# clock_phase_gen

===== src/rtl/clock_phase_gen.sv =====
// rtl/clock_phase_gen.sv - derives the four skeleton clocks from the board clock
// Phase counter with run/halt/single-step control; every output comes straight from a register.
module clock_phase_gen #(
  parameter int               PHASES   = 6,
  parameter int               PHASE_W  = 4,
  parameter logic [PHASES-1:0] IMEM_PAT = 6'b011111,
  parameter logic [PHASES-1:0] DMEM_PAT = 6'b011000,
  parameter logic [PHASES-1:0] PROC_PAT = 6'b000111,
  parameter logic [PHASES-1:0] RF_PAT   = 6'b000110
) (
  input  logic               clock,
  input  logic               reset,
  input  logic               run,
  input  logic               step,
  output logic               imem_clock,
  output logic               dmem_clock,
  output logic               processor_clock,
  output logic               regfile_clock,
  output logic [PHASE_W-1:0] phase,
  output logic               cycle_start,
  output logic               halted,
  output logic [31:0]        cycle_count
);

  // Patterns widened to the full phase-index range so indexing by phase is width-exact.
  localparam int PW = 1 << PHASE_W;
  localparam logic [PW-1:0] IMEM_X = PW'(IMEM_PAT);
  localparam logic [PW-1:0] DMEM_X = PW'(DMEM_PAT);
  localparam logic [PW-1:0] PROC_X = PW'(PROC_PAT);
  localparam logic [PW-1:0] RF_X   = PW'(RF_PAT);
  localparam logic [PHASE_W-1:0] LAST = PHASE_W'(PHASES - 1);

  typedef enum logic [1:0] {S_HALT, S_RUN, S_STEP} state_t;

  state_t             state_q, state_d;
  logic [PHASE_W-1:0] phase_q, phase_d;
  logic [31:0]        cycle_count_q, cycle_count_d;
  logic               cycle_start_q, cycle_start_d;
  logic               halted_q;
  logic               imem_q, dmem_q, proc_q, rf_q;

  always_comb begin
    state_d       = state_q;
    phase_d       = phase_q;
    cycle_count_d = cycle_count_q;
    cycle_start_d = 1'b0;
    case (state_q)
      S_HALT: begin
        phase_d = '0;
        if (run) begin
          state_d = S_RUN;
          phase_d = PHASE_W'(1);
        end else if (step) begin
          state_d = S_STEP;
          phase_d = PHASE_W'(1);
        end
      end
      default: begin
        // run is only looked at on the wrap, so an in-flight cycle always finishes.
        if (phase_q == LAST) begin
          phase_d       = '0;
          cycle_count_d = cycle_count_q + 32'd1;
          cycle_start_d = 1'b1;
          state_d       = (state_q == S_RUN && run) ? S_RUN : S_HALT;
        end else begin
          phase_d = phase_q + PHASE_W'(1);
        end
      end
    endcase
  end

  always_ff @(posedge clock) begin
    if (reset) begin
      state_q       <= S_HALT;
      phase_q       <= '0;
      cycle_count_q <= '0;
      cycle_start_q <= 1'b0;
      halted_q      <= 1'b1;
      imem_q        <= IMEM_X[0];
      dmem_q        <= DMEM_X[0];
      proc_q        <= PROC_X[0];
      rf_q          <= RF_X[0];
    end else begin
      state_q       <= state_d;
      phase_q       <= phase_d;
      cycle_count_q <= cycle_count_d;
      cycle_start_q <= cycle_start_d;
      halted_q      <= (state_d == S_HALT);
      imem_q        <= IMEM_X[phase_d];
      dmem_q        <= DMEM_X[phase_d];
      proc_q        <= PROC_X[phase_d];
      rf_q          <= RF_X[phase_d];
    end
  end

  assign imem_clock      = imem_q;
  assign dmem_clock      = dmem_q;
  assign processor_clock = proc_q;
  assign regfile_clock   = rf_q;
  assign phase           = phase_q;
  assign cycle_start     = cycle_start_q;
  assign halted          = halted_q;
  assign cycle_count     = cycle_count_q;

endmodule

===== config.mk =====
export PLATFORM = sky130hd
export DESIGN_NAME = clock_phase_gen
export DESIGN_NICKNAME = d
export VERILOG_FILES = /design/src/rtl/clock_phase_gen.sv
export SDC_FILE = /design/constraint.sdc
export NUM_CORES = 1
export LEC_CHECK = 0
export ABC_AREA = 1
export CAP_MARGIN = 20
export CORE_MARGIN = 2
export CORE_UTILIZATION = 52
export DETAILED_ROUTE_END_ITERATION = 8
export PLACE_DENSITY = 0.8
export SYNTH_ARGS = -nofsm -noshare
export SYNTH_HDL_FRONTEND = slang
export SYNTH_SLANG_ARGS = --single-unit
export TNS_END_PERCENT = 30

===== constraint.sdc =====
create_clock -name clock -period 1.9 [get_ports clock]
set_input_delay 0.38 -clock clock [delete_from_list [all_inputs] [get_ports clock]]
set_output_delay 0.38 -clock clock [all_outputs]
set_load 0.01 [all_outputs]

==> impl_metrics.json <==
{
  "cp_slowest_cell": "clkdlybuf4s50_1",
  "drtIter0Drc": 100,
  "worst-path-stages": 1,
  "status": "completed",
  "top_power_group": "sequential cells",
  "cts-root-buf": "clkbuf_8",
  "largest_register_ffs": 32,
  "routedWlPerCell_um": 12.2,
  "endpoint": "cycle_count[26]",
  "drv_cap": 0,
  "top_cells_by_area": "dfxtp_1 (37%), nand2_1 (13%), nor2_1 (11%)",
  "fin_crit_sh_pct": 92.1,
  "hold_path_end": "cycle_count[5]",
  "holdBufCountCts": 0,
  "cpPeakStageDelay_ns": 0.59,
  "pg_seq_mw": 0.949,
  "cp_cell_sequence": "clkdlybuf4s50_1",
  "num_tap_cells": 52,
  "p_comb_share_pct": 7.2,
  "cts_setup_buffers": 0,
  "layout_setup_ws_ns": 0.151,
  "placed_cell_area_sq_mm": 0.00289,
  "clock_tree_area_fraction_pct": 2.73,
  "critPathTopFamily": "buffers and inverters",
  "lay_top_cells": "nand2_1 (81), nor2_1 (69), inv_1 (56)",
  "gp_congestion": 0.886,
  "grt_use_met1_pct": 31.6,
  "ys.flops": 44,
  "p_clk_share_pct": 34.9,
  "ys_area_sq_mm": 0.00239,
  "fmax_mhz": 572,
  "ctsResizeCount": 0,
  "yosys-top-cells-count": "nand2_1 (81), nor2_1 (69), inv_1 (56)",
  "die_h_um": 71.7
}
## per-stage QoR
stage / hold slack, ns / utilization [%] / power (mW)
floorplan: 0.493 / - / 1.04
CTS: 0.497 / 67.9 / 1.65
detailed placement: 0.483 / 66.0 / 1.09
global placement: 0.476 / 66.0 / 1.08
finish: 0.499 / 67.9 / 1.64
global route: 0.526 / 67.9 / 1.70
## routing by layer
layer / vias to the layer above / wire, um
met5: - / 0
met4: 0 / 120
met3: 14 / 301
met2: 70 / 2540
met1: 1092 / 2690
li1: 1234 / -
Fig. 1: clock_phase_gen, met4 routing
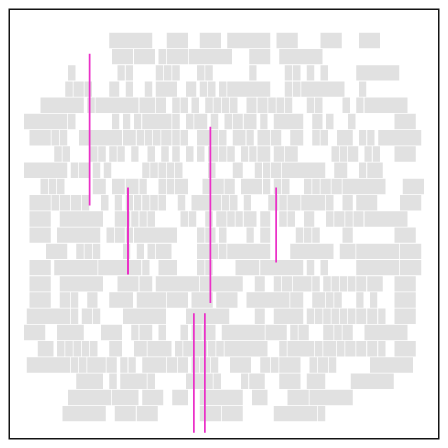
- longest straight run: 29.2 um
- wire length on this layer: 120 um
- share of all routed wire: 2.1%
routed wire length: 5650 um
via count: 2410

Fig. 2: clock_phase_gen, I/O pins on the die edge
Pins as bars across the die edge, other pins in grey.
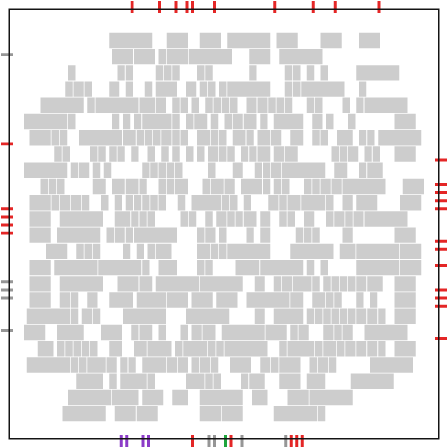
- red: `cycle_count` (pins 32; direction output; edge 12 right, 10 top, 5 bottom, 5 left)
- purple: `phase` (pins 4; direction output; edge bottom)
- green: `reset` (pins 1; direction input; edge bottom)
- all pins by edge: 14 bottom, 12 right, 10 left, 10 top

Fig. 3: clock_phase_gen, clock distribution
Scale bar: 20 um.
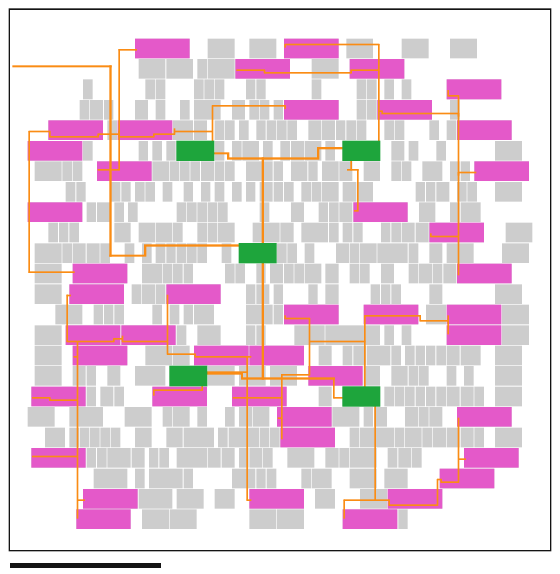
- magenta: flip-flops (count 44)
- orange: clock wires (length 561 um)
- green: cells driving clock nets (count 5)
- routed clock nets: 6
- flops lie: spread over the die


# lsu_align

`src/rtl/lsu_align.sv`:
```
// lsu_align: byte-addressed load/store alignment onto a word RAM, splitting word-crossing accesses.
// Define LSU_MISALIGN_TRAP_EN to fault misaligned accesses instead of splitting them.
module lsu_align #(
  parameter int RAM_SIZE_LOG = 8
) (
  input  logic                    clk,
  input  logic                    rst_n,
  input  logic                    req_valid,
  output logic                    req_ready,
  input  logic                    req_we,
  input  logic [2:0]              req_mode,
  input  logic [31:0]             req_addr,
  input  logic [31:0]             req_wdata,
  output logic                    rsp_valid,
  output logic [31:0]             rsp_rdata,
  output logic                    rsp_err,
  output logic [RAM_SIZE_LOG-1:0] mem_ra,
  input  logic [31:0]             mem_rd,
  output logic                    mem_we,
  output logic [RAM_SIZE_LOG-1:0] mem_wa,
  output logic [31:0]             mem_wd
);
  typedef enum logic [1:0] {IDLE, ACC0, ACC1, RESP} state_t;
  state_t                  state_q;
  logic                    we_q, cross_q, err_q;
  logic [2:0]              mode_q;
  logic [1:0]              off_q;
  logic [RAM_SIZE_LOG-1:0] w_q, ra_q, wa_q;
  logic [31:0]             wdata_q, buf0_q, wd_q, rdata_q;
  logic [RAM_SIZE_LOG-1:0] r_w;
  logic [2:0]              r_n;
  logic                    r_cross, r_mis, r_err;
  logic [3:0]              bm, lm;
  logic [7:0]              m8;
  logic [63:0]             sd, lsh;
  logic [31:0]             ld, merged, ld_res;
  assign r_w     = req_addr[RAM_SIZE_LOG+1:2];
  assign r_n     = req_mode[1] ? 3'd4 : req_mode[0] ? 3'd2 : 3'd1;
  assign r_cross = ({1'b0, req_addr[1:0]} + r_n) > 3'd4;
`ifdef LSU_MISALIGN_TRAP_EN
  assign r_mis   = |(req_addr[1:0] & (r_n[1:0] - 2'd1));
`else
  assign r_mis   = 1'b0;
`endif
  assign r_err   = (req_mode == 3'b011) || (req_mode[2:1] == 2'b11) || (req_we && req_mode[2]) ||
                   ((req_addr >> (RAM_SIZE_LOG + 2)) != 32'd0) || (r_cross && (&r_w)) || r_mis;
  // Lane mask and data spread across the 64-bit window {word w+1, word w}
  assign bm     = mode_q[1] ? 4'hf : mode_q[0] ? 4'h3 : 4'h1;
  assign m8     = {4'b0, bm} << off_q;
  assign sd     = {32'b0, wdata_q} << {off_q, 3'b0};
  assign lm     = (state_q == ACC1) ? m8[7:4] : m8[3:0];
  assign ld     = (state_q == ACC1) ? sd[63:32] : sd[31:0];
  assign lsh    = ((state_q == ACC1) ? {mem_rd, buf0_q} : {32'b0, mem_rd}) >> {off_q, 3'b0};
  assign ld_res = mode_q[1:0] == 2'b00 ? {{24{~mode_q[2] & lsh[7]}}, lsh[7:0]} :
                  mode_q[1:0] == 2'b01 ? {{16{~mode_q[2] & lsh[15]}}, lsh[15:0]} : lsh[31:0];
  always_comb begin
    for (int i = 0; i < 4; i++) merged[8*i +: 8] = lm[i] ? ld[8*i +: 8] : mem_rd[8*i +: 8];
  end
  assign req_ready = state_q == IDLE;
  assign rsp_valid = state_q == RESP;
  assign rsp_rdata = rdata_q;
  assign rsp_err   = err_q;
  assign mem_ra    = ra_q;
  assign mem_wa    = wa_q;
  assign mem_we    = we_q && (state_q == ACC0 || state_q == ACC1);
  assign mem_wd    = mem_we ? merged : wd_q;
  always_ff @(posedge clk or negedge rst_n) begin
    if (!rst_n) begin
      state_q <= IDLE;
      we_q    <= 1'b0;
      cross_q <= 1'b0;
      err_q   <= 1'b0;
      mode_q  <= 3'b0;
      off_q   <= 2'b0;
      w_q     <= '0;
      ra_q    <= '0;
      wa_q    <= '0;
      wdata_q <= 32'b0;
      buf0_q  <= 32'b0;
      wd_q    <= 32'b0;
      rdata_q <= 32'b0;
    end else begin
      case (state_q)
        IDLE: if (req_valid) begin
          we_q    <= req_we & ~r_err;
          mode_q  <= req_mode;
          off_q   <= req_addr[1:0];
          w_q     <= r_w;
          wdata_q <= req_wdata;
          cross_q <= r_cross;
          err_q   <= r_err;
          rdata_q <= 32'b0;
          state_q <= r_err ? RESP : ACC0;
          if (!r_err) ra_q <= r_w;
          if (!r_err && req_we) wa_q <= r_w;
        end
        ACC0: begin
          buf0_q <= mem_rd;
          if (mem_we) wd_q <= merged;
          if (cross_q) begin
            state_q <= ACC1;
            ra_q    <= w_q + 1'b1;
            if (we_q) wa_q <= w_q + 1'b1;
          end else begin
            state_q <= RESP;
            rdata_q <= we_q ? 32'b0 : ld_res;
          end
        end
        ACC1: begin
          if (mem_we) wd_q <= merged;
          rdata_q <= we_q ? 32'b0 : ld_res;
          state_q <= RESP;
        end
        default: state_q <= IDLE;
      endcase
    end
  end
endmodule

```
`config.mk`:
```
export PLATFORM = sky130hd
export DESIGN_NAME = lsu_align
export DESIGN_NICKNAME = d
export VERILOG_FILES = /design/src/rtl/lsu_align.sv
export SDC_FILE = /design/constraint.sdc
export NUM_CORES = 1
export LEC_CHECK = 0
export CAP_MARGIN = 10
export CORE_MARGIN = 5
export CORE_UTILIZATION = 45
export CTS_CLUSTER_DIAMETER = 50
export DETAILED_ROUTE_END_ITERATION = 12
export HOLD_SLACK_MARGIN = 0.08
export PLACE_DENSITY = 0.72
export SYNTH_ARGS = -nofsm -noshare
export SYNTH_HDL_FRONTEND = slang
export SYNTH_SLANG_ARGS = --single-unit
```
`constraint.sdc`:
```
create_clock -name clk -period 4.6 [get_ports clk]
set_input_delay 0.46 -clock clk [delete_from_list [all_inputs] [get_ports clk]]
set_output_delay 0.46 -clock clk [all_outputs]
set_load 0.02 [all_outputs]
```
Fig. 4: lsu_align, routing congestion
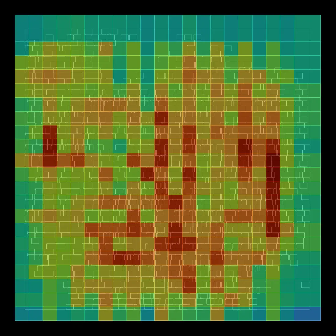
Final Util: 59.2%
GRT met3 Usage: 7.00%
M2 GR Usage: 35.6%

Fig. 5: lsu_align, clock distribution
Scale bar: 50 um.
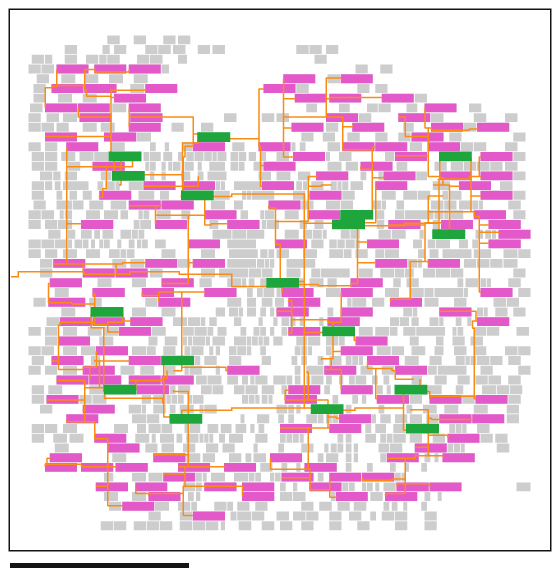
- magenta: flip-flops (count 162)
- orange: clock wires (length 2090 um)
- green: cells driving clock nets (count 17)
- routed clock nets: 18
- flops lie: spread over the die
Clock Skews: 0.00911 ns
Clk pwr share: 16.5%
Latency at later pin: 0.43 ns

==> impl_metrics.json <==
{
  "antenna_found_initial": 1,
  "buffers": 201,
  "hold_ws_ns": 0.143,
  "antennaDiodeCount": 1,
  "ioPinCount": 187,
  "comb-cell-share_pct": 40.1,
  "synth-cells-yosys": 821,
  "viasPerCell": 5.90,
  "gr-total-overflow": 0,
  "hold_viol_final": 0,
  "drv_slew": 0,
  "critical_path_class": "flip-flop to output pin",
  "gr-usage-all-layers_pct": 23.5,
  "r2r_cells": 6,
  "crit_fanout": 16,
  "synth_warnings": 0,
  "detail-route-antenna-nets": 0,
  "wl_met3_um": 2380,
  "top_layer_used": "met5",
  "yosys-top-cells-count": "dfrtp_1 (162), mux2_2 (110), o21ai_0 (98)",
  "final_cell_area_sq_mm": 0.0116,
  "status": "completed",
  "wl_met1_um": 11600,
  "top_cells_by_area": "dfrtp_1 (45%), mux2_2 (14%), mux2i_1 (8.4%)",
  "htreeDepth": 4,
  "synth_cell_types": 53,
  "r2r_start": "off_q[0]",
  "final-setup-viol-count": 0,
  "edf_count": 0,
  "bufAreaShareNonClock_pct": 17.1,
  "layout_setup_ws_ns": 0.607,
  "timing.slew.headroom_pct": 35.3,
  "clock-sinks": 162,
  "fmax_mhz": 250
}
==> cell usage in the layout, fill, tap and decap left out, drive strengths merged, types with 11 or more instances in the layout <==
cell and instances:
a211oi 16, a21oi 30, a221o 17, a22oi 12, buf 16, clkbuf 22, clkdlybuf4s50 185, dfrtp 162
mux2 110, mux2i 76, mux4 11, nand2 65, nor2 40, nor2b 11, o21ai 99
==> cell families after synthesis <==
kind of cell	after synthesis	synth area share, %
DFF	162	45.2
buffers and inverters	66	3.24
adders and majority gates	7	1.06
and+or+nand+nor	146	7.30
xor gates and xnor gates	6	0.586
muxes	197	25.1
AOI/OAI and AO/OA	237	17.5

# vm_change_dispenser

Fig. 6: vm_change_dispenser, I/O pins on the die edge
Pins as bars across the die edge, other pins in grey.
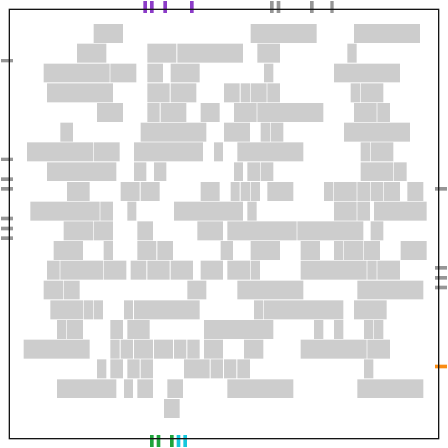
Fig. 7: vm_change_dispenser, clock distribution
Scale bar: 20 um.
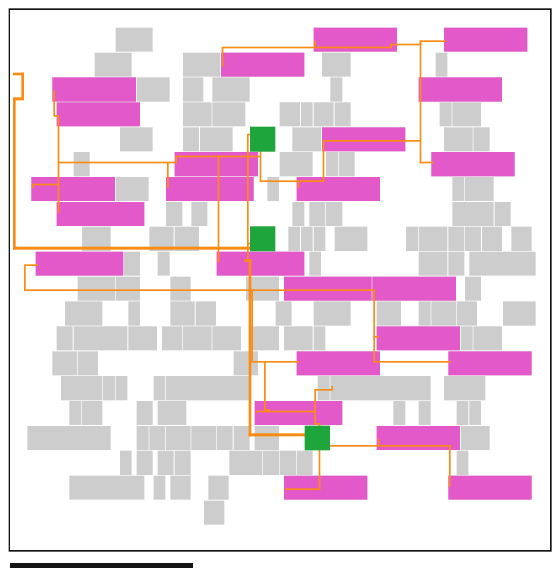
`config.mk`:
```
export PLATFORM = sky130hd
export DESIGN_NAME = vm_change_dispenser
export DESIGN_NICKNAME = d
export VERILOG_FILES = /design/src/rtl/vm_pkg.sv /design/src/rtl/vm_coin_picker.sv /design/src/rtl/vm_change_dispenser.sv
export SDC_FILE = /design/constraint.sdc
export NUM_CORES = 1
export LEC_CHECK = 0
export CAP_MARGIN = 25
export CORE_MARGIN = 1.5
export CORE_UTILIZATION = 45
export CTS_CLUSTER_DIAMETER = 40
export DETAILED_ROUTE_END_ITERATION = 8
export DONT_BUFFER_PORTS = 1
export GPL_TIMING_DRIVEN = 0
export PLACE_DENSITY_LB_ADDON = 0.1
export SLEW_MARGIN = 10
export SYNTH_ARGS = -nofsm -noshare
export SYNTH_HDL_FRONTEND = slang
export SYNTH_SLANG_ARGS = --single-unit
```
`constraint.sdc`:
```
create_clock -name clk -period 2 [get_ports clk]
set_input_delay 0.4 -clock clk [delete_from_list [all_inputs] [get_ports clk]]
set_output_delay 0.4 -clock clk [all_outputs]
set_load 0.01 [all_outputs]
```
`src/rtl/vm_pkg.sv`:
```
// Shared types for the vending machine change dispenser: coin codes,
// FSM state encoding and the default amount width.
package vm_pkg;

    localparam int AMT_W_DEF = 4;

    typedef enum logic [1:0] {
        COIN_NONE = 2'b00,
        COIN_RS1  = 2'b01,
        COIN_RS2  = 2'b10,
        COIN_RS5  = 2'b11
    } coin_t;

    typedef enum logic [2:0] {
        ST_IDLE   = 3'd0,
        ST_SELECT = 3'd1,
        ST_ISSUE  = 3'd2,
        ST_GAP    = 3'd3,
        ST_DONE   = 3'd4,
        ST_FAULT  = 3'd5
    } state_t;

    function automatic logic [2:0] coin_value(input coin_t c);
        case (c)
            COIN_RS1: return 3'd1;
            COIN_RS2: return 3'd2;
            COIN_RS5: return 3'd5;
            default:  return 3'd0;
        endcase
    endfunction

endpackage

```
`src/rtl/vm_coin_picker.sv`:
```
// Greedy coin selector: largest denomination that fits the amount owed
// and whose hopper tube still has coins.
module vm_coin_picker
    import vm_pkg::*;
#(
    parameter int AMT_W = AMT_W_DEF
) (
    input  logic [AMT_W-1:0] i_remaining,
    input  logic [2:0]       i_hopper_empty,
    output coin_t            o_coin_type,
    output logic             o_none
);

    always_comb begin
        o_coin_type = COIN_NONE;
        o_none      = 1'b0;
        if (i_remaining >= AMT_W'(5) && !i_hopper_empty[2]) begin
            o_coin_type = COIN_RS5;
        end else if (i_remaining >= AMT_W'(2) && !i_hopper_empty[1]) begin
            o_coin_type = COIN_RS2;
        end else if (i_remaining >= AMT_W'(1) && !i_hopper_empty[0]) begin
            o_coin_type = COIN_RS1;
        end else begin
            o_none = 1'b1;
        end
    end

endmodule

```
`src/rtl/vm_change_dispenser.sv`:
```
// Pays out change one coin per valid/ready handshake, greedily, with a
// one-deep pending slot for deliveries that arrive mid-payout.
module vm_change_dispenser
    import vm_pkg::*;
#(
    parameter int COIN_GAP = 1,
    parameter int AMT_W    = AMT_W_DEF
) (
    input  logic             clk,
    input  logic             reset,
    input  logic             delivery,
    input  logic [AMT_W-1:0] change,
    input  logic [2:0]       hopper_empty,
    input  logic             coin_ready,
    output logic             coin_valid,
    output logic [1:0]       coin_type,
    output logic             busy,
    output logic             done,
    output logic [AMT_W-1:0] remaining,
    output logic             shortfall,
    output logic             overrun,
    output logic [2:0]       states
);

    localparam bit         HAS_GAP  = (COIN_GAP > 0);
    localparam logic [7:0] GAP_LAST = 8'((COIN_GAP > 0) ? COIN_GAP - 1 : 0);

    state_t           r_state;
    state_t           w_next;
    logic [AMT_W-1:0] r_remaining;
    logic [AMT_W-1:0] r_pend_amt;
    logic             r_pend_valid;
    logic             r_shortfall;
    logic             r_overrun;
    coin_t            r_coin;
    logic [7:0]       r_gap_cnt;

    coin_t            w_pick;
    logic             w_none;
    logic             w_capture;
    logic [AMT_W-1:0] w_cap_amt;
    logic             w_accept;
    logic [AMT_W-1:0] w_rem_after;

    vm_coin_picker #(.AMT_W(AMT_W)) u_picker (
        .i_remaining    (r_remaining),
        .i_hopper_empty (hopper_empty),
        .o_coin_type    (w_pick),
        .o_none         (w_none)
    );

    // A waiting pending entry always wins over a same-cycle delivery.
    assign w_capture   = (r_state == ST_IDLE) && (r_pend_valid || delivery);
    assign w_cap_amt   = r_pend_valid ? r_pend_amt : change;
    assign w_accept    = (r_state == ST_ISSUE) && coin_ready;
    assign w_rem_after = r_remaining - AMT_W'(coin_value(r_coin));

    always_comb begin
        w_next = r_state;
        case (r_state)
            ST_IDLE: begin
                if (w_capture) begin
                    w_next = (w_cap_amt != '0) ? ST_SELECT : ST_DONE;
                end
            end
            ST_SELECT: w_next = w_none ? ST_FAULT : ST_ISSUE;
            ST_ISSUE: begin
                if (coin_ready) begin
                    if (w_rem_after == '0) begin
                        w_next = ST_DONE;
                    end else begin
                        w_next = HAS_GAP ? ST_GAP : ST_SELECT;
                    end
                end
            end
            ST_GAP: begin
                if (r_gap_cnt == GAP_LAST) begin
                    w_next = ST_SELECT;
                end
            end
            ST_DONE:  w_next = ST_IDLE;
            ST_FAULT: w_next = ST_IDLE;
            default:  w_next = ST_IDLE;
        endcase
    end

    always_ff @(posedge clk or negedge reset) begin
        if (!reset) begin
            r_state <= ST_IDLE;
        end else begin
            r_state <= w_next;
        end
    end

    always_ff @(posedge clk or negedge reset) begin
        if (!reset) begin
            r_remaining <= '0;
            r_shortfall <= 1'b0;
            r_coin      <= COIN_NONE;
            r_gap_cnt   <= '0;
        end else begin
            if (w_capture) begin
                r_remaining <= w_cap_amt;
                r_shortfall <= 1'b0;
            end else if (w_accept) begin
                r_remaining <= w_rem_after;
            end
            if (r_state == ST_SELECT) begin
                if (w_none) begin
                    r_shortfall <= 1'b1;
                end else begin
                    r_coin <= w_pick;
                end
            end
            r_gap_cnt <= (r_state == ST_GAP) ? r_gap_cnt + 8'd1 : 8'd0;
        end
    end

    // Pending slot: refilled by a delivery in the same IDLE cycle it drains.
    always_ff @(posedge clk or negedge reset) begin
        if (!reset) begin
            r_pend_valid <= 1'b0;
            r_pend_amt   <= '0;
            r_overrun    <= 1'b0;
        end else if (r_state == ST_IDLE) begin
            if (r_pend_valid) begin
                r_pend_valid <= delivery;
                if (delivery) begin
                    r_pend_amt <= change;
                end
            end
        end else if (delivery) begin
            if (!r_pend_valid) begin
                r_pend_valid <= 1'b1;
                r_pend_amt   <= change;
            end else begin
                r_overrun <= 1'b1;
            end
        end
    end

    assign coin_valid = (r_state == ST_ISSUE);
    assign coin_type  = coin_valid ? r_coin : COIN_NONE;
    assign busy       = (r_state != ST_IDLE);
    assign done       = (r_state == ST_DONE) || (r_state == ST_FAULT);
    assign remaining  = r_remaining;
    assign shortfall  = r_shortfall;
    assign overrun    = r_overrun;
    assign states     = r_state;

endmodule

```
==> impl_metrics.json <==
{
  "status": "completed",
  "hp-start": "change[2]",
  "nets": 171,
  "final-comb-area_sq_um": 795,
  "drv_slew": 0,
  "flop_cell": "dfrtp_1",
  "bufAreaShareNonClock_pct": 3.42,
  "ys.flops": 24,
  "warnings": 28,
  "stdcell_count": 197,
  "antenna_found_initial": 0,
  "n_all_inverters": 11,
  "detail-route-antenna-nets": 0,
  "largest_register_ffs": 8,
  "nMultiInputCombCells": 108,
  "clock_tree_area_fraction_pct": 3.26,
  "ys_area_sq_mm": 0.00141,
  "drive_above_1_share_pct": 22.2,
  "routed_wirelength_um": 2890,
  "holdBufCountCts": 2,
  "io_buffers": 0,
  "die_w_um": 59.0,
  "cts-root-buf": "clkbuf_4",
  "top_register": "r_gap_cnt",
  "seq_share_pct": 37.7,
  "drc": 0,
  "layout-area-overhead-vs-synth_pct": 14.2,
  "simple_gate_share_pct": 20.3,
  "gr-total-overflow": 0,
  "edf_count": 0,
  "wl_met3_um": 134,
  "layout_setup_ws_ns": 0.0150,
  "cp-startpoint": "remaining[0]",
  "final_cell_area_sq_mm": 0.00161,
  "clock-sinks": 24,
  "chip_area_sq_mm": 0.00348,
  "dp_slack_ns": -0.0848,
  "ctsResizeCount": 9,
  "lay_top_cells": "dfrtp_1 (18), nor2_1 (16), inv_1 (8), a21oi_1 (8), o21ai_0 (7)",
  "drt_pass1_iterations": 6,
  "synth.logic.top_family": "simple AND/OR/NAND/NOR gates",
  "synth_warnings": 0,
  "ys_sh_mux_pct": 6.74,
  "grt_max_degree": 25,
  "leakagePower_nw": 0.702,
  "regArea_sq_um": 608,
  "antennaDiodeCount": 0,
  "cpPeakStageDelay_ns": 0.56,
  "intPower_mw": 1.52,
  "critPathTopFamily": "adder cells",
  "wl_met2_um": 1430,
  "num_tap_cells": 44,
  "holdPathStages": 1,
  "cts_tree": "built",
  "synth_area_sq_mm": 0.00141,
  "netlist_instances": 145,
  "place_inst": 189,
  "top_usage_layer": "met2",
  "seq_cell_count": 24,
  "gp_congestion": 0.805,
  "drtIter0Drc": 32,
  "grt_pass1_wl_um": 4740,
  "grt_pass1_vias": 1087,
  "power_density_mw_per_mm2": 1630,
  "viasPerCell": 5.46
}
## Picture notes: Fig. 6
- cyan: `coin_type` (pins 2; direction output; edge bottom)
- purple: `change` (pins 4; direction input; edge top)
- orange: `reset` (pins 1; direction input; edge right)
- green: `hopper_empty` (pins 3; direction input; edge bottom)
- all pins by edge: 8 top, 7 left, 5 bottom, 5 right

## Picture notes: Fig. 7
- orange: clock wires (length 334 um)
- magenta: flip-flops (count 24)
- green: cells driving clock nets (count 3)
- flops lie: spread over the die
clk pwr: 0.360 mW
Clock Skews: 0.00184 ns
Clk pwr share: 13.7%
Latency at later pin: 0.32 ns

-- Yosys cell counts, types with 3 or more instances --
master | count | share of area (%)
mux2_2 | 4 | 3.2
nor2_1 | 16 | 4.3
dfrtp_1 | 24 | 43
ha_1 | 5 | 4.4
xnor2_1 | 5 | 3.1
a211oi_1 | 4 | 2.1
nand3_1 | 5 | 1.8
o21ai_0 | 7 | 2.5
nand2_1 | 7 | 1.9
mux2i_1 | 5 | 3.5
nor3_1 | 5 | 1.8
a21oi_1 | 8 | 2.8
and3_1 | 3 | 1.3
inv_1 | 9 | 2.4
and2_1 | 3 | 1.3
xor2_1 | 5 | 3.1

# logic_gate_pipe_flat

### src/rtl/logic_gate_pipe_if.sv
// Streaming bus for logic_gate_pipe: operand beat in, result beat out.
interface logic_gate_pipe_if #(
   parameter int WIDTH = 8,
   parameter int N_IN  = 2
);
   logic                    in_valid;
   logic                    in_ready;
   logic [N_IN*WIDTH-1:0]   in_data;
   logic [2:0]              in_mode;
   logic                    out_valid;
   logic                    out_ready;
   logic [WIDTH-1:0]        out_data;
   logic                    out_err;

   // producer/consumer side (drives operands, accepts results)
   modport master (
      output in_valid, in_data, in_mode, out_ready,
      input  in_ready, out_valid, out_data, out_err
   );

   // gate pipeline side
   modport slave (
      input  in_valid, in_data, in_mode, out_ready,
      output in_ready, out_valid, out_data, out_err
   );
endinterface

### src/rtl/logic_gate_pipe.sv
// Pipelined N-input bitwise gate with per-beat selectable function and an
// elastic valid/ready pipeline of STAGES registers.

// One bit column: reduces bit b of every operand lane under the selected mode.
module logic_gate_pipe_col #(
   parameter int N_IN = 2
) (
   input  logic [N_IN-1:0] bits,
   input  logic [2:0]      mode,
   output logic            y
);
   logic and_r, or_r, xor_r;

   assign and_r = &bits;
   assign or_r  = |bits;
   assign xor_r = ^bits;

   // mode decode; illegal codes produce 0 (flagged separately by the top)
   always_comb begin
      y = 1'b0;
      case (mode)
         3'd0:    y = and_r;
         3'd1:    y = or_r;
         3'd2:    y = xor_r;
         3'd3:    y = ~and_r;
         3'd4:    y = ~or_r;
         3'd5:    y = ~xor_r;
         default: y = 1'b0;
      endcase
   end
endmodule

module logic_gate_pipe #(
   parameter int WIDTH  = 8,
   parameter int N_IN   = 2,
   parameter int STAGES = 2
) (
   input  logic              clk,
   input  logic              rst,
   logic_gate_pipe_if.slave  bus
);
   typedef struct packed {
      logic [WIDTH-1:0] data;
      logic             err;
   } beat_t;

   // transposed operands: cols[b][k] is bit b of lane k
   logic [WIDTH-1:0][N_IN-1:0] cols;
   logic [WIDTH-1:0]           f_data;
   logic                       f_err;
   beat_t                      f_beat;

   // stage state, index 1 is the stage nearest the input
   logic  [STAGES:1]           vld_q;
   beat_t [STAGES:1]           beat_q;
   // what each stage would load from its upstream neighbour
   logic  [STAGES:1]           src_vld;
   beat_t [STAGES:1]           src_beat;
   // stage i can take a new beat this cycle
   logic  [STAGES:1]           acc;

   genvar b, k, s;

   generate
      for (b = 0; b < WIDTH; b++) begin : g_col
         for (k = 0; k < N_IN; k++) begin : g_lane
            assign cols[b][k] = bus.in_data[k*WIDTH + b];
         end
         logic_gate_pipe_col #(.N_IN(N_IN)) u_col (
            .bits (cols[b]),
            .mode (bus.in_mode),
            .y    (f_data[b])
         );
      end
   endgenerate

   // modes 6 and 7 are illegal: result forced to 0 with the error flag set
   assign f_err       = bus.in_mode[2] & bus.in_mode[1];
   assign f_beat.data = f_err ? '0 : f_data;
   assign f_beat.err  = f_err;

   generate
      for (s = 1; s <= STAGES; s++) begin : g_src
         if (s == 1) begin : g_head
            assign src_vld[s]  = bus.in_valid;
            assign src_beat[s] = f_beat;
         end else begin : g_body
            assign src_vld[s]  = vld_q[s-1];
            assign src_beat[s] = beat_q[s-1];
         end
      end
   endgenerate

   // Stage i accepts if it or any later stage is empty, or the consumer is
   // taking the head beat. Written as a suffix scan over vld_q so the ready
   // chain never references itself.
   always_comb begin
      logic run_full;
      acc      = '0;
      run_full = 1'b1;
      for (int i = STAGES; i >= 1; i--) begin
         run_full = run_full & vld_q[i];
         acc[i]   = bus.out_ready | ~run_full;
      end
   end

   // Elastic advance: a stage that accepts takes its neighbour's valid bit,
   // and its payload only when a real beat arrives, so held data stays put.
   always_ff @(posedge clk) begin
      if (rst) begin
         vld_q  <= '0;
         beat_q <= '0;
      end else begin
         for (int i = 1; i <= STAGES; i++) begin
            if (acc[i]) begin
               vld_q[i] <= src_vld[i];
               if (src_vld[i]) beat_q[i] <= src_beat[i];
            end
         end
      end
   end

   assign bus.in_ready  = acc[1];
   assign bus.out_valid = vld_q[STAGES];
   assign bus.out_data  = beat_q[STAGES].data;
   assign bus.out_err   = beat_q[STAGES].err;
endmodule
### src/flat_wrapper.sv
// flat-port wrapper written by rule: the top's interface ports become plain ports
module logic_gate_pipe_flat 
#(
   parameter int WIDTH  = 8,
   parameter int N_IN   = 2,
   parameter int STAGES = 2
)
  (clk, rst, bus_in_valid, bus_in_data, bus_in_mode, bus_out_ready, bus_in_ready, bus_out_valid, bus_out_data, bus_out_err);
  logic_gate_pipe_if #(.WIDTH(WIDTH), .N_IN(N_IN)) bus_i ();
  input  logic clk;
  input  logic rst;
  input wire logic [$bits(bus_i.in_valid)-1:0] bus_in_valid;
  input wire logic [$bits(bus_i.in_data)-1:0] bus_in_data;
  input wire logic [$bits(bus_i.in_mode)-1:0] bus_in_mode;
  input wire logic [$bits(bus_i.out_ready)-1:0] bus_out_ready;
  output wire logic [$bits(bus_i.in_ready)-1:0] bus_in_ready;
  output wire logic [$bits(bus_i.out_valid)-1:0] bus_out_valid;
  output wire logic [$bits(bus_i.out_data)-1:0] bus_out_data;
  output wire logic [$bits(bus_i.out_err)-1:0] bus_out_err;
  assign bus_i.in_valid = bus_in_valid;
  assign bus_i.in_data = bus_in_data;
  assign bus_i.in_mode = bus_in_mode;
  assign bus_i.out_ready = bus_out_ready;
  assign bus_in_ready = bus_i.in_ready;
  assign bus_out_valid = bus_i.out_valid;
  assign bus_out_data = bus_i.out_data;
  assign bus_out_err = bus_i.out_err;
  logic_gate_pipe #(.WIDTH(WIDTH), .N_IN(N_IN), .STAGES(STAGES)) u_core (.clk(clk), .rst(rst), .bus(bus_i));
endmodule
### config.mk
export PLATFORM = sky130hd
export DESIGN_NAME = logic_gate_pipe_flat
export DESIGN_NICKNAME = d
export VERILOG_FILES = /design/src/rtl/logic_gate_pipe_if.sv /design/src/rtl/logic_gate_pipe.sv /design/src/flat_wrapper.sv
export SDC_FILE = /design/constraint.sdc
export NUM_CORES = 1
export LEC_CHECK = 0
export CAP_MARGIN = 20
export CORE_ASPECT_RATIO = 1.4
export CORE_MARGIN = 4
export CORE_UTILIZATION = 32
export DETAILED_ROUTE_END_ITERATION = 10
export GPL_TIMING_DRIVEN = 1
export HOLD_SLACK_MARGIN = 0.05
export SLEW_MARGIN = 20
export SYNTH_ARGS = -nofsm -noshare
export SYNTH_HDL_FRONTEND = slang
export SYNTH_SLANG_ARGS = --single-unit
### constraint.sdc
create_clock -name clk -period 2.1 [get_ports clk]
set_input_delay 0.42 -clock clk [delete_from_list [all_inputs] [get_ports clk]]
set_output_delay 0.42 -clock clk [all_outputs]
set_load 0.02 [all_outputs]
Fig. 8: logic_gate_pipe_flat, I/O pins on the die edge
Pins as bars across the die edge, other pins in grey.
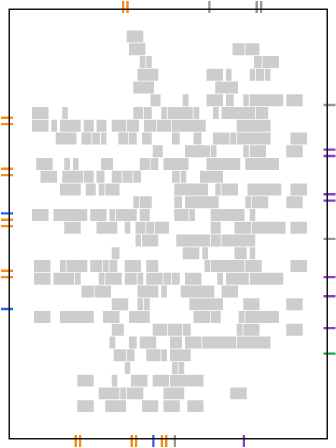
- purple: `bus_out_data` (pins 8; direction output; edge 7 right, 1 bottom)
- green: `clk` (pins 1; direction input; edge right)
- blue: `bus_in_mode` (pins 3; direction input; edge 2 left, 1 bottom)
- orange: `bus_in_data` (pins 16; direction input; edge 8 left, 6 bottom, 2 top)
Die Span X: 67.5 um
# port buffers: 33
die span in y: 91.3 um

Fig. 9: logic_gate_pipe_flat, routing congestion
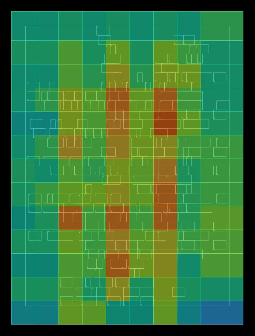
M2 GR Usage: 17.4%
Top Usage Layer GRT: met2
gr usage total: 10.3%
Avg WL per Cell: 10.4 um

Fig. 10: logic_gate_pipe_flat, signal wires by layer
Scale bar: 20 um.
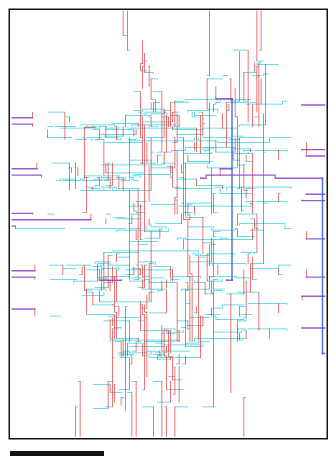
- blue: met4 (wire length 76.2 um)
- red: met2 (wire length 1360 um)
- cyan: met1 (wire length 1290 um)
- purple: met3 (wire length 136 um)
routed wire length: 2860 um
via count: 1283

worst max-delay path, cell delays in order:
cell and delay, ns:
clkdlybuf4s50_1 0.50, nand3b_4 0.14, dlygate4sd2_1 0.33
area by class of cell:
class / instances / area [sq um] / area share (%)
multi-input combinational: 128 / 961 / 48.7
inverter: 21 / 78.8 / 3.99
timing repair buffer: 39 / 412 / 20.9
tap: 64 / 80.1 / 4.06
sequential: 20 / 400 / 20.3
clock buffer: 3 / 41.3 / 2.09
registers in the layout, indices dropped and copies added, names as in the netlist:
register and flops:
u_core.bus.out_data 8, u_core.bus.out_err 1, u_core.beat_q 9, u_core.vld_q 2
==> impl_metrics.json <==
{
  "status": "completed",
  "period_minus_slack_ns": 1.81,
  "holdPathStages": 2,
  "place_inst": 272,
  "synth-cells-yosys": 190,
  "drc": 0,
  "hold_ws_ns": 0.488,
  "hold_class": "flip-flop to flip-flop",
  "synth_seq_share_pct": 25.2,
  "drtIter0Drc": 39,
  "holdBufCountCts": 0,
  "ys.flops": 20,
  "syn_avg_cell_area_sq_um": 8.36,
  "ioPinCount": 34,
  "fp-utilization_pct": 32.8,
  "required_ns": 1.68,
  "power_density_mw_per_mm2": 454,
  "netlist_instances": 190,
  "async_flop_share_pct": 0,
  "nFillCells": 492,
  "wl_met3_um": 135,
  "core_area_sq_mm": 0.00484,
  "critPathArrivalTime_ns": 1.39,
  "cts-root-buf": "clkbuf_8",
  "intPower_mw": 0.655,
  "ctsResizeCount": 1,
  "clock-sinks": 20,
  "final_common_cell": "clkdlybuf4s50_1",
  "top_cell": "inv_1",
  "crit_fanout": 3,
  "gp_congestion": 0.717,
  "ys_area_sq_mm": 0.00159,
  "layout-area-overhead-vs-synth_pct": 24.3,
  "fin_util_pct": 40.7,
  "drt_pass1_iterations": 4,
  "start_kind": "input pin",
  "top_cells_by_area": "dfxtp_1 (25%), ha_1 (13%), mux2i_1 (8.8%)",
  "cts_setup_buffers": 0,
  "drive_above_1_share_pct": 6.64,
  "tns_ns": 0,
  "ys_sh_xor_pct": 0,
  "ir_drop_mv": 0.195
}

# sram_frame_buf_ctrl

<file path="config.mk">
export PLATFORM = sky130hd
export DESIGN_NAME = sram_frame_buf_ctrl
export DESIGN_NICKNAME = d
export VERILOG_FILES = /design/src/rtl/sram_frame_buf_pkg.sv /design/src/rtl/sram_rd_skid.sv /design/src/rtl/sram_frame_buf_ctrl.sv
export SDC_FILE = /design/constraint.sdc
export NUM_CORES = 1
export LEC_CHECK = 0
export CORE_MARGIN = 3
export CORE_UTILIZATION = 45
export DETAILED_ROUTE_END_ITERATION = 16
export PLACE_DENSITY_LB_ADDON = 0.08
export REMOVE_ABC_BUFFERS = 1
export SETUP_SLACK_MARGIN = 0.05
export SYNTH_ARGS = -nofsm -noshare
export SYNTH_HDL_FRONTEND = slang
export SYNTH_SLANG_ARGS = --single-unit
</file>
<file path="constraint.sdc">
create_clock -name clock -period 3.9 [get_ports clock]
set_clock_uncertainty 0.2 [all_clocks]
set_input_delay 1.17 -clock clock [delete_from_list [all_inputs] [get_ports clock]]
set_output_delay 1.17 -clock clock [all_outputs]
set_load 0.02 [all_outputs]
</file>
<file path="src/rtl/sram_frame_buf_pkg.sv">
// Shared types and defaults for the single-frame SRAM store-and-forward buffer.
// Contents:
//   SFB_DATA_W / SFB_DEPTH / SFB_ADDR_W : default word width, depth, address width
//   state_e                             : controller FSM states (IDLE, FILL, DRAIN)
//   bitrev()                            : reverses the low w bits of an address
package sram_frame_buf_pkg;

  localparam int unsigned SFB_DATA_W   = 32;
  localparam int unsigned SFB_DEPTH    = 256;
  localparam int unsigned SFB_ADDR_W   = 8;
  localparam int unsigned BITREV_MAX_W = 16;

  typedef enum logic [1:0] {
    IDLE  = 2'd0,
    FILL  = 2'd1,
    DRAIN = 2'd2
  } state_e;

  // Reverse the full BITREV_MAX_W-bit field, then shift the reversed low w
  // bits back down so only the requested width is mirrored.
  function automatic logic [BITREV_MAX_W-1:0] bitrev(
    input logic [BITREV_MAX_W-1:0] a,
    input int unsigned             w
  );
    logic [BITREV_MAX_W-1:0] r;
    r = '0;
    for (int unsigned i = 0; i < BITREV_MAX_W; i++) begin
      r[i] = a[BITREV_MAX_W-1-i];
    end
    return r >> (BITREV_MAX_W - w);
  endfunction

endpackage

</file>
<file path="src/rtl/sram_rd_skid.sv">
// Two-entry output skid FIFO for SRAM read data.
// Each entry carries {last, data}. The controller guarantees it never pushes
// into a full FIFO, so no full/overflow handling is done here.
// Ports:
//   clock, reset_n       : clock, synchronous active-low reset
//   push, push_last,
//   push_data            : write one entry
//   pop                  : remove the head entry (ignored when empty)
//   head_last, head_data : current head entry
//   count                : occupancy 0..2
module sram_rd_skid
  import sram_frame_buf_pkg::*;
#(
  parameter int unsigned DATA_W = SFB_DATA_W
) (
  input  logic              clock,
  input  logic              reset_n,
  input  logic              push,
  input  logic              push_last,
  input  logic [DATA_W-1:0] push_data,
  input  logic              pop,
  output logic              head_last,
  output logic [DATA_W-1:0] head_data,
  output logic [1:0]        count
);

  logic [DATA_W:0] ent_q [2];
  logic [DATA_W:0] ent_d [2];
  logic            wr_ptr_q, wr_ptr_d;
  logic            rd_ptr_q, rd_ptr_d;
  logic [1:0]      count_q, count_d;
  logic            pop_eff;

  assign pop_eff = pop && (count_q != 2'd0);

  always_comb begin
    ent_d[0] = ent_q[0];
    ent_d[1] = ent_q[1];
    wr_ptr_d = wr_ptr_q;
    rd_ptr_d = rd_ptr_q;
    count_d  = count_q;
    if (push) begin
      ent_d[wr_ptr_q] = {push_last, push_data};
      wr_ptr_d        = ~wr_ptr_q;
    end
    if (pop_eff) begin
      rd_ptr_d = ~rd_ptr_q;
    end
    case ({push, pop_eff})
      2'b10:   count_d = count_q + 2'd1;
      2'b01:   count_d = count_q - 2'd1;
      default: count_d = count_q;
    endcase
  end

  always_ff @(posedge clock) begin
    if (!reset_n) begin
      ent_q[0] <= '0;
      ent_q[1] <= '0;
      wr_ptr_q <= 1'b0;
      rd_ptr_q <= 1'b0;
      count_q  <= 2'd0;
    end else begin
      ent_q[0] <= ent_d[0];
      ent_q[1] <= ent_d[1];
      wr_ptr_q <= wr_ptr_d;
      rd_ptr_q <= rd_ptr_d;
      count_q  <= count_d;
    end
  end

  assign head_last = ent_q[rd_ptr_q][DATA_W];
  assign head_data = ent_q[rd_ptr_q][DATA_W-1:0];
  assign count     = count_q;

endmodule

</file>
<file path="src/rtl/sram_frame_buf_ctrl.sv">
// Single-frame store-and-forward controller for a 1W/1R SRAM (1-cycle read).
// Fills one frame from the input stream into SRAM, then drains it in order
// to the output stream with full backpressure through a 2-entry skid FIFO.
// Optional build macro SRAM_FRAME_BUF_BITREV_EN: read addresses are the
// bit-reverse of the read counter and the frame length is forced to DEPTH.
// Ports:
//   clock, reset_n                 : clock, synchronous active-low reset
//   frame_len                      : words per frame (0 or >DEPTH -> DEPTH)
//   in_valid/in_ready/in_data      : input stream
//   out_valid/out_ready/out_data,
//   out_last                       : output stream, out_last on final word
//   mem_w_en/mem_w_addr/mem_w_data : SRAM write port
//   mem_r_en/mem_r_addr/mem_r_data : SRAM read port (data next cycle)
//   busy                           : high in FILL or DRAIN
//   frame_done                     : 1-cycle pulse after last beat accepted
module sram_frame_buf_ctrl
  import sram_frame_buf_pkg::*;
#(
  parameter int unsigned DATA_W = SFB_DATA_W,
  parameter int unsigned DEPTH  = SFB_DEPTH,
  parameter int unsigned ADDR_W = SFB_ADDR_W
) (
  input  logic              clock,
  input  logic              reset_n,
  input  logic [ADDR_W:0]   frame_len,
  input  logic              in_valid,
  output logic              in_ready,
  input  logic [DATA_W-1:0] in_data,
  output logic              out_valid,
  input  logic              out_ready,
  output logic [DATA_W-1:0] out_data,
  output logic              out_last,
  output logic              mem_w_en,
  output logic [ADDR_W-1:0] mem_w_addr,
  output logic [DATA_W-1:0] mem_w_data,
  output logic              mem_r_en,
  output logic [ADDR_W-1:0] mem_r_addr,
  input  logic [DATA_W-1:0] mem_r_data,
  output logic              busy,
  output logic              frame_done
);

  localparam logic [ADDR_W:0] LEN_MAX = (ADDR_W+1)'(DEPTH);
  localparam logic [ADDR_W:0] CNT_ONE = (ADDR_W+1)'(1);

  state_e          state_q, state_d;
  logic [ADDR_W:0] len_q, len_d;
  logic [ADDR_W:0] wcnt_q, wcnt_d;
  logic [ADDR_W:0] rcnt_q, rcnt_d;
  logic            inflight_q, inflight_d;
  logic            inflight_last_q, inflight_last_d;
  logic            frame_done_q, frame_done_d;

  logic [ADDR_W:0]   len_legal;
  logic [ADDR_W-1:0] rd_addr;
  logic [1:0]        fifo_count;
  logic              head_last;
  logic [DATA_W-1:0] head_data;
  logic              pop;
  logic [2:0]        occupancy;
  logic [2:0]        occ_limit;

`ifdef SRAM_FRAME_BUF_BITREV_EN
  logic unused_frame_len;
  assign unused_frame_len = ^frame_len;
  assign len_legal        = LEN_MAX;
  assign rd_addr          = ADDR_W'(bitrev(BITREV_MAX_W'(rcnt_q[ADDR_W-1:0]), ADDR_W));
`else
  assign len_legal = ((frame_len == '0) || (frame_len > LEN_MAX)) ? LEN_MAX : frame_len;
  assign rd_addr   = rcnt_q[ADDR_W-1:0];
`endif

  assign out_valid = (fifo_count != 2'd0);
  assign pop       = out_valid && out_ready;

  // Read gating: FIFO entries plus the read in flight must stay below 2,
  // with a pop this cycle freeing one slot (written as +pop on the limit
  // side to keep the arithmetic unsigned).
  assign occupancy = {1'b0, fifo_count} + {2'b00, inflight_q};
  assign occ_limit = 3'd2 + {2'b00, pop};

  always_comb begin
    state_d         = state_q;
    len_d           = len_q;
    wcnt_d          = wcnt_q;
    rcnt_d          = rcnt_q;
    inflight_d      = 1'b0;
    inflight_last_d = 1'b0;
    frame_done_d    = 1'b0;
    in_ready        = 1'b0;
    mem_w_en        = 1'b0;
    mem_w_addr      = '0;
    mem_w_data      = '0;
    mem_r_en        = 1'b0;
    mem_r_addr      = '0;

    case (state_q)
      IDLE: begin
        state_d = FILL;
        len_d   = len_legal;
        wcnt_d  = '0;
      end
      FILL: begin
        in_ready = 1'b1;
        if (in_valid) begin
          mem_w_en   = 1'b1;
          mem_w_addr = wcnt_q[ADDR_W-1:0];
          mem_w_data = in_data;
          wcnt_d     = wcnt_q + CNT_ONE;
          if (wcnt_q == (len_q - CNT_ONE)) begin
            state_d = DRAIN;
            rcnt_d  = '0;
          end
        end
      end
      DRAIN: begin
        if ((rcnt_q < len_q) && (occupancy < occ_limit)) begin
          mem_r_en        = 1'b1;
          mem_r_addr      = rd_addr;
          rcnt_d          = rcnt_q + CNT_ONE;
          inflight_d      = 1'b1;
          inflight_last_d = (rcnt_q == (len_q - CNT_ONE));
        end
        if (pop && head_last) begin
          frame_done_d = 1'b1;
          state_d      = IDLE;
        end
      end
      default: state_d = IDLE;
    endcase
  end

  always_ff @(posedge clock) begin
    if (!reset_n) begin
      state_q         <= IDLE;
      len_q           <= '0;
      wcnt_q          <= '0;
      rcnt_q          <= '0;
      inflight_q      <= 1'b0;
      inflight_last_q <= 1'b0;
      frame_done_q    <= 1'b0;
    end else begin
      state_q         <= state_d;
      len_q           <= len_d;
      wcnt_q          <= wcnt_d;
      rcnt_q          <= rcnt_d;
      inflight_q      <= inflight_d;
      inflight_last_q <= inflight_last_d;
      frame_done_q    <= frame_done_d;
    end
  end

  // Read data returns one cycle after issue and is pushed unconditionally;
  // the issue gating above guarantees a free slot.
  sram_rd_skid #(
    .DATA_W (DATA_W)
  ) u_skid (
    .clock     (clock),
    .reset_n   (reset_n),
    .push      (inflight_q),
    .push_last (inflight_last_q),
    .push_data (mem_r_data),
    .pop       (pop),
    .head_last (head_last),
    .head_data (head_data),
    .count     (fifo_count)
  );

  assign out_data   = out_valid ? head_data : '0;
  assign out_last   = out_valid && head_last;
  assign busy       = (state_q != IDLE);
  assign frame_done = frame_done_q;

endmodule

</file>
Fig. 11: sram_frame_buf_ctrl, clock distribution
Scale bar: 20 um.
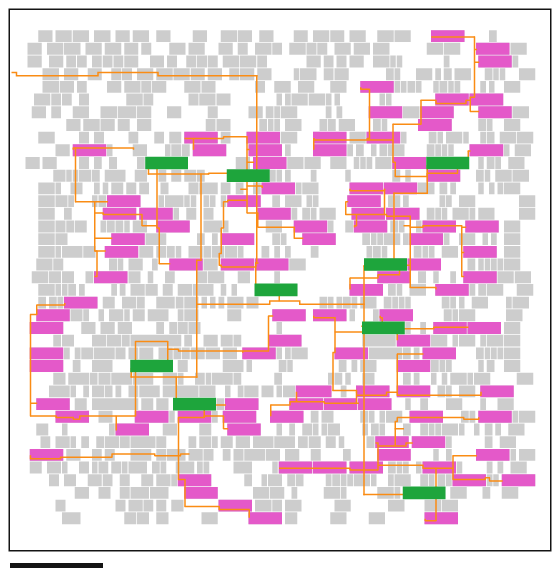
- orange: clock wires (length 1170 um)
- green: cells driving clock nets (count 9)
- magenta: flip-flops (count 103)
- routed clock nets: 10
- flops lie: spread over the die
clk pwr: 0.880 mW
Clk pwr share: 39.8%
Latency at later pin: 0.35 ns

==> impl_metrics.json <==
{
  "rsz0062_at_grt": "yes",
  "top_usage_layer": "met2",
  "synth_warnings": 0,
  "grt_max_degree": 54,
  "cts_buffers": 9,
  "reg2reg_to": "rcnt_q[1]",
  "htreeDepth": 3,
  "cts_tree": "built",
  "comb-cell-share_pct": 41.0,
  "hp-start": "u_skid.ent_q[0][24]",
  "netlist_instances": 705,
  "top_layer_used": "met4",
  "status": "completed",
  "nFillCells": 1032,
  "hold_path_end": "u_skid.ent_q[0][24]",
  "flop_cell": "dfxtp_1",
  "r2r_start": "len_q[4]",
  "grt_use_met1_pct": 27.5,
  "antennaDiodeCount": 0,
  "wl_met3_um": 633,
  "p_comb_share_pct": 12.2,
  "core_area_sq_mm": 0.0116,
  "grt_pass1_wl_um": 23500,
  "buffers": 196,
  "ys_sh_xor_pct": 5.17,
  "lay_top_cells": "nand2_1 (160), clkdlybuf4s50_1 (113), dfxtp_1 (102)",
  "synth.logic.top_family": "simple AND/OR/NAND/NOR gates",
  "pg_seq_mw": 1.06,
  "cts-root-buf": "clkbuf_16",
  "clock_tree_area_fraction_pct": 3.80,
  "hold_class": "flip-flop to flip-flop",
  "routedWlPerCell_um": 15.0,
  "ctsResizeCount": 86,
  "crit_fanout": 5,
  "cp-end-kind": "output pin",
  "drive_above_1_share_pct": 9.13,
  "bufAreaShareNonClock_pct": 24.6,
  "antenna_found_initial": 0,
  "syn_avg_cell_area_sq_um": 7.69,
  "layout-area-overhead-vs-synth_pct": 39.1,
  "n_all_inverters": 19,
  "clock-sinks": 103,
  "yosys-top-cells-count": "nand2_1 (160), dfxtp_1 (103), a21oi_1 (88)",
  "fin_crit_sh_pct": 98.9,
  "start_kind": "input pin",
  "edf_count": 0,
  "timing.slew.headroom_pct": 49.4,
  "p_comb_mw": 0.271,
  "drc": 0,
  "r2r_cells": 9,
  "top_register": "u_skid.ent_q"
}
Fig. 12: sram_frame_buf_ctrl, I/O pins on the die edge
Pins as bars across the die edge, other pins in grey.
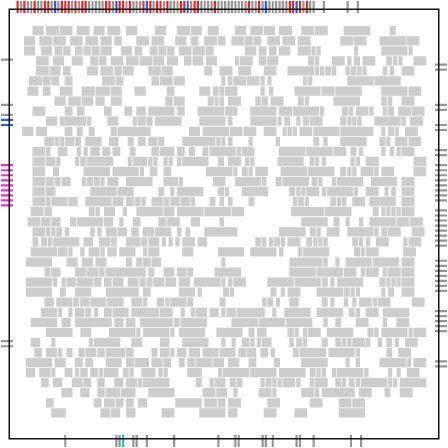
- red: `in_data` (pins 32; direction input; edge top)
- cyan: `mem_r_en` (pins 1; direction output; edge bottom)
- blue: `mem_w_addr` (pins 8; direction output; edge 6 top, 2 left)
- magenta: `frame_len` (pins 9; direction input; edge left)
- all pins by edge: 91 top, 38 right, 19 bottom, 16 left
Die Span X: 116 um
# port buffers: 163
die span in y: 116 um

## through the flow
stage	hold slack, ns	area (sq um)	worst slack, ns	util, %	std cells
2_1_floorplan	0.232	5200	0.290	-	654
3_3_place_gp	0.237	7280	-0.543	62.6	991
3_5_place_dp	0.246	7280	-0.527	62.6	991
4_1_cts	0.255	7490	0.0520	64.5	1006
5_1_grt	0.278	7540	0.0137	64.9	1008
6_report	0.253	7540	0.0410	64.9	1008
## worst max-delay path, stage by stage
cell             delay [ns]
clkdlybuf4s50_1        0.47
o21ai_2                0.07
o21ai_1                0.14
and3_4                 0.21
buf_4                  0.13
and3_1                 0.17
buf_6                  0.12


==> screenshots <==
Sequential cells grouped by signal name.
Other sequential cells in the stronger grey, the rest of the logic in the fainter grey.
picture 1
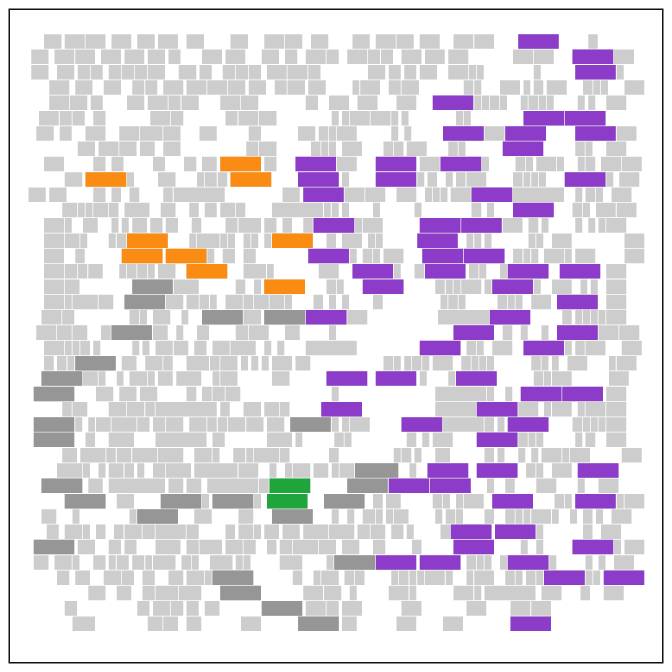
picture 2
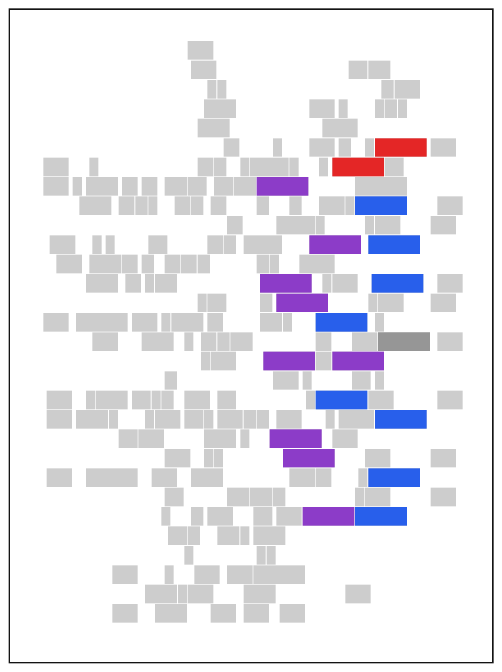
picture 3
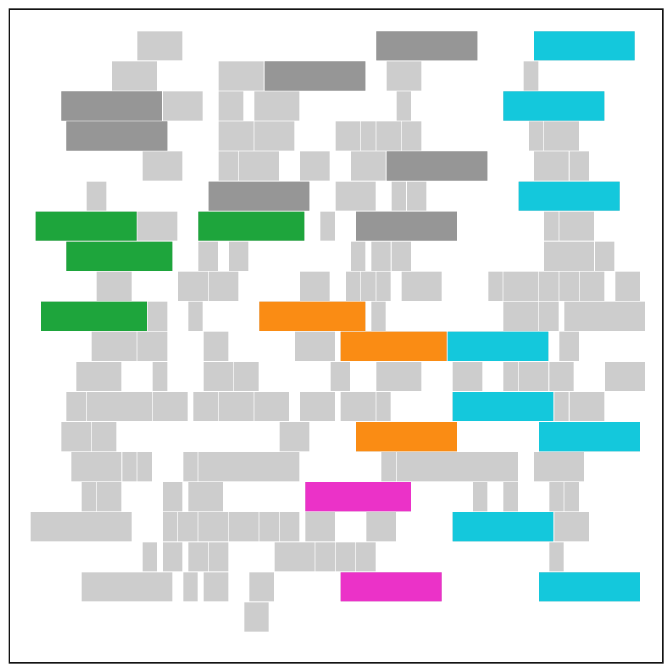
picture 4
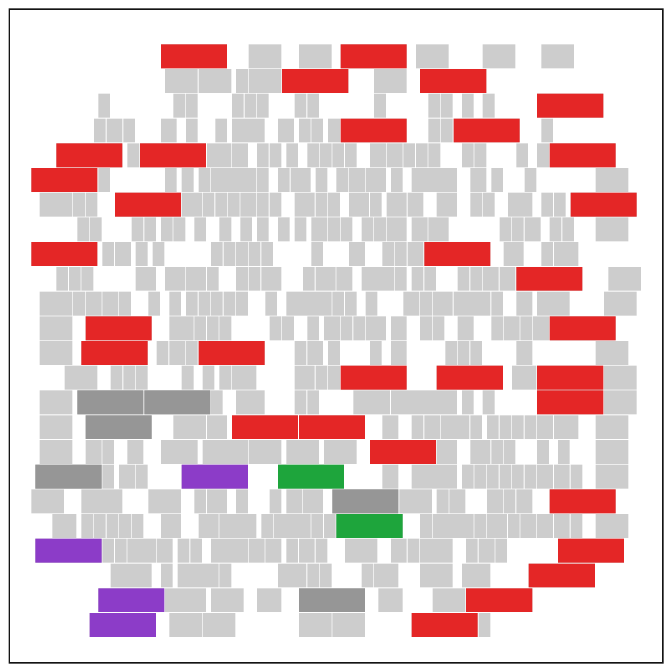
picture 5
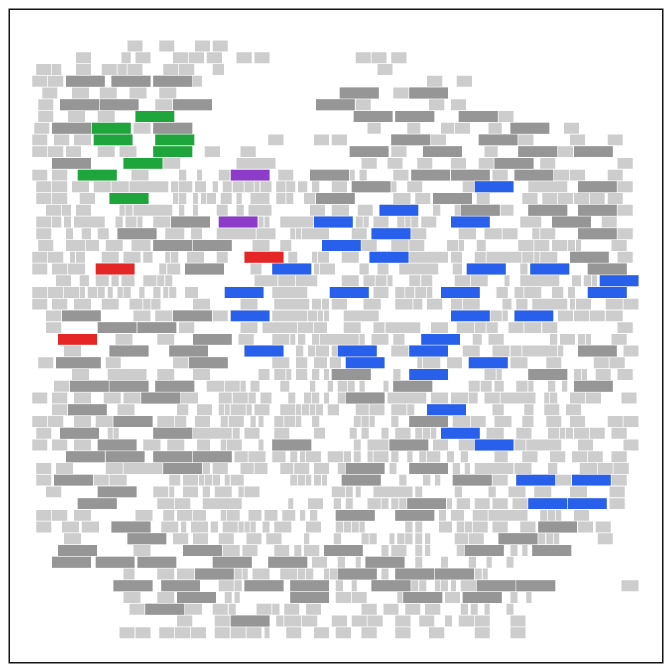
vm_change_dispenser: picture 3
logic_gate_pipe_flat: picture 2
sram_frame_buf_ctrl: picture 1
lsu_align: picture 5
clock_phase_gen: picture 4

Key to picture 4:
- green: `state_q` (placed flops 2)
- red: `cycle_count` (placed flops 32; where spread over the die)
- purple: `phase` (placed flops 4; where bottom left)
- not coloured: 6

Power is estimated from default activity; no workload was simulated.
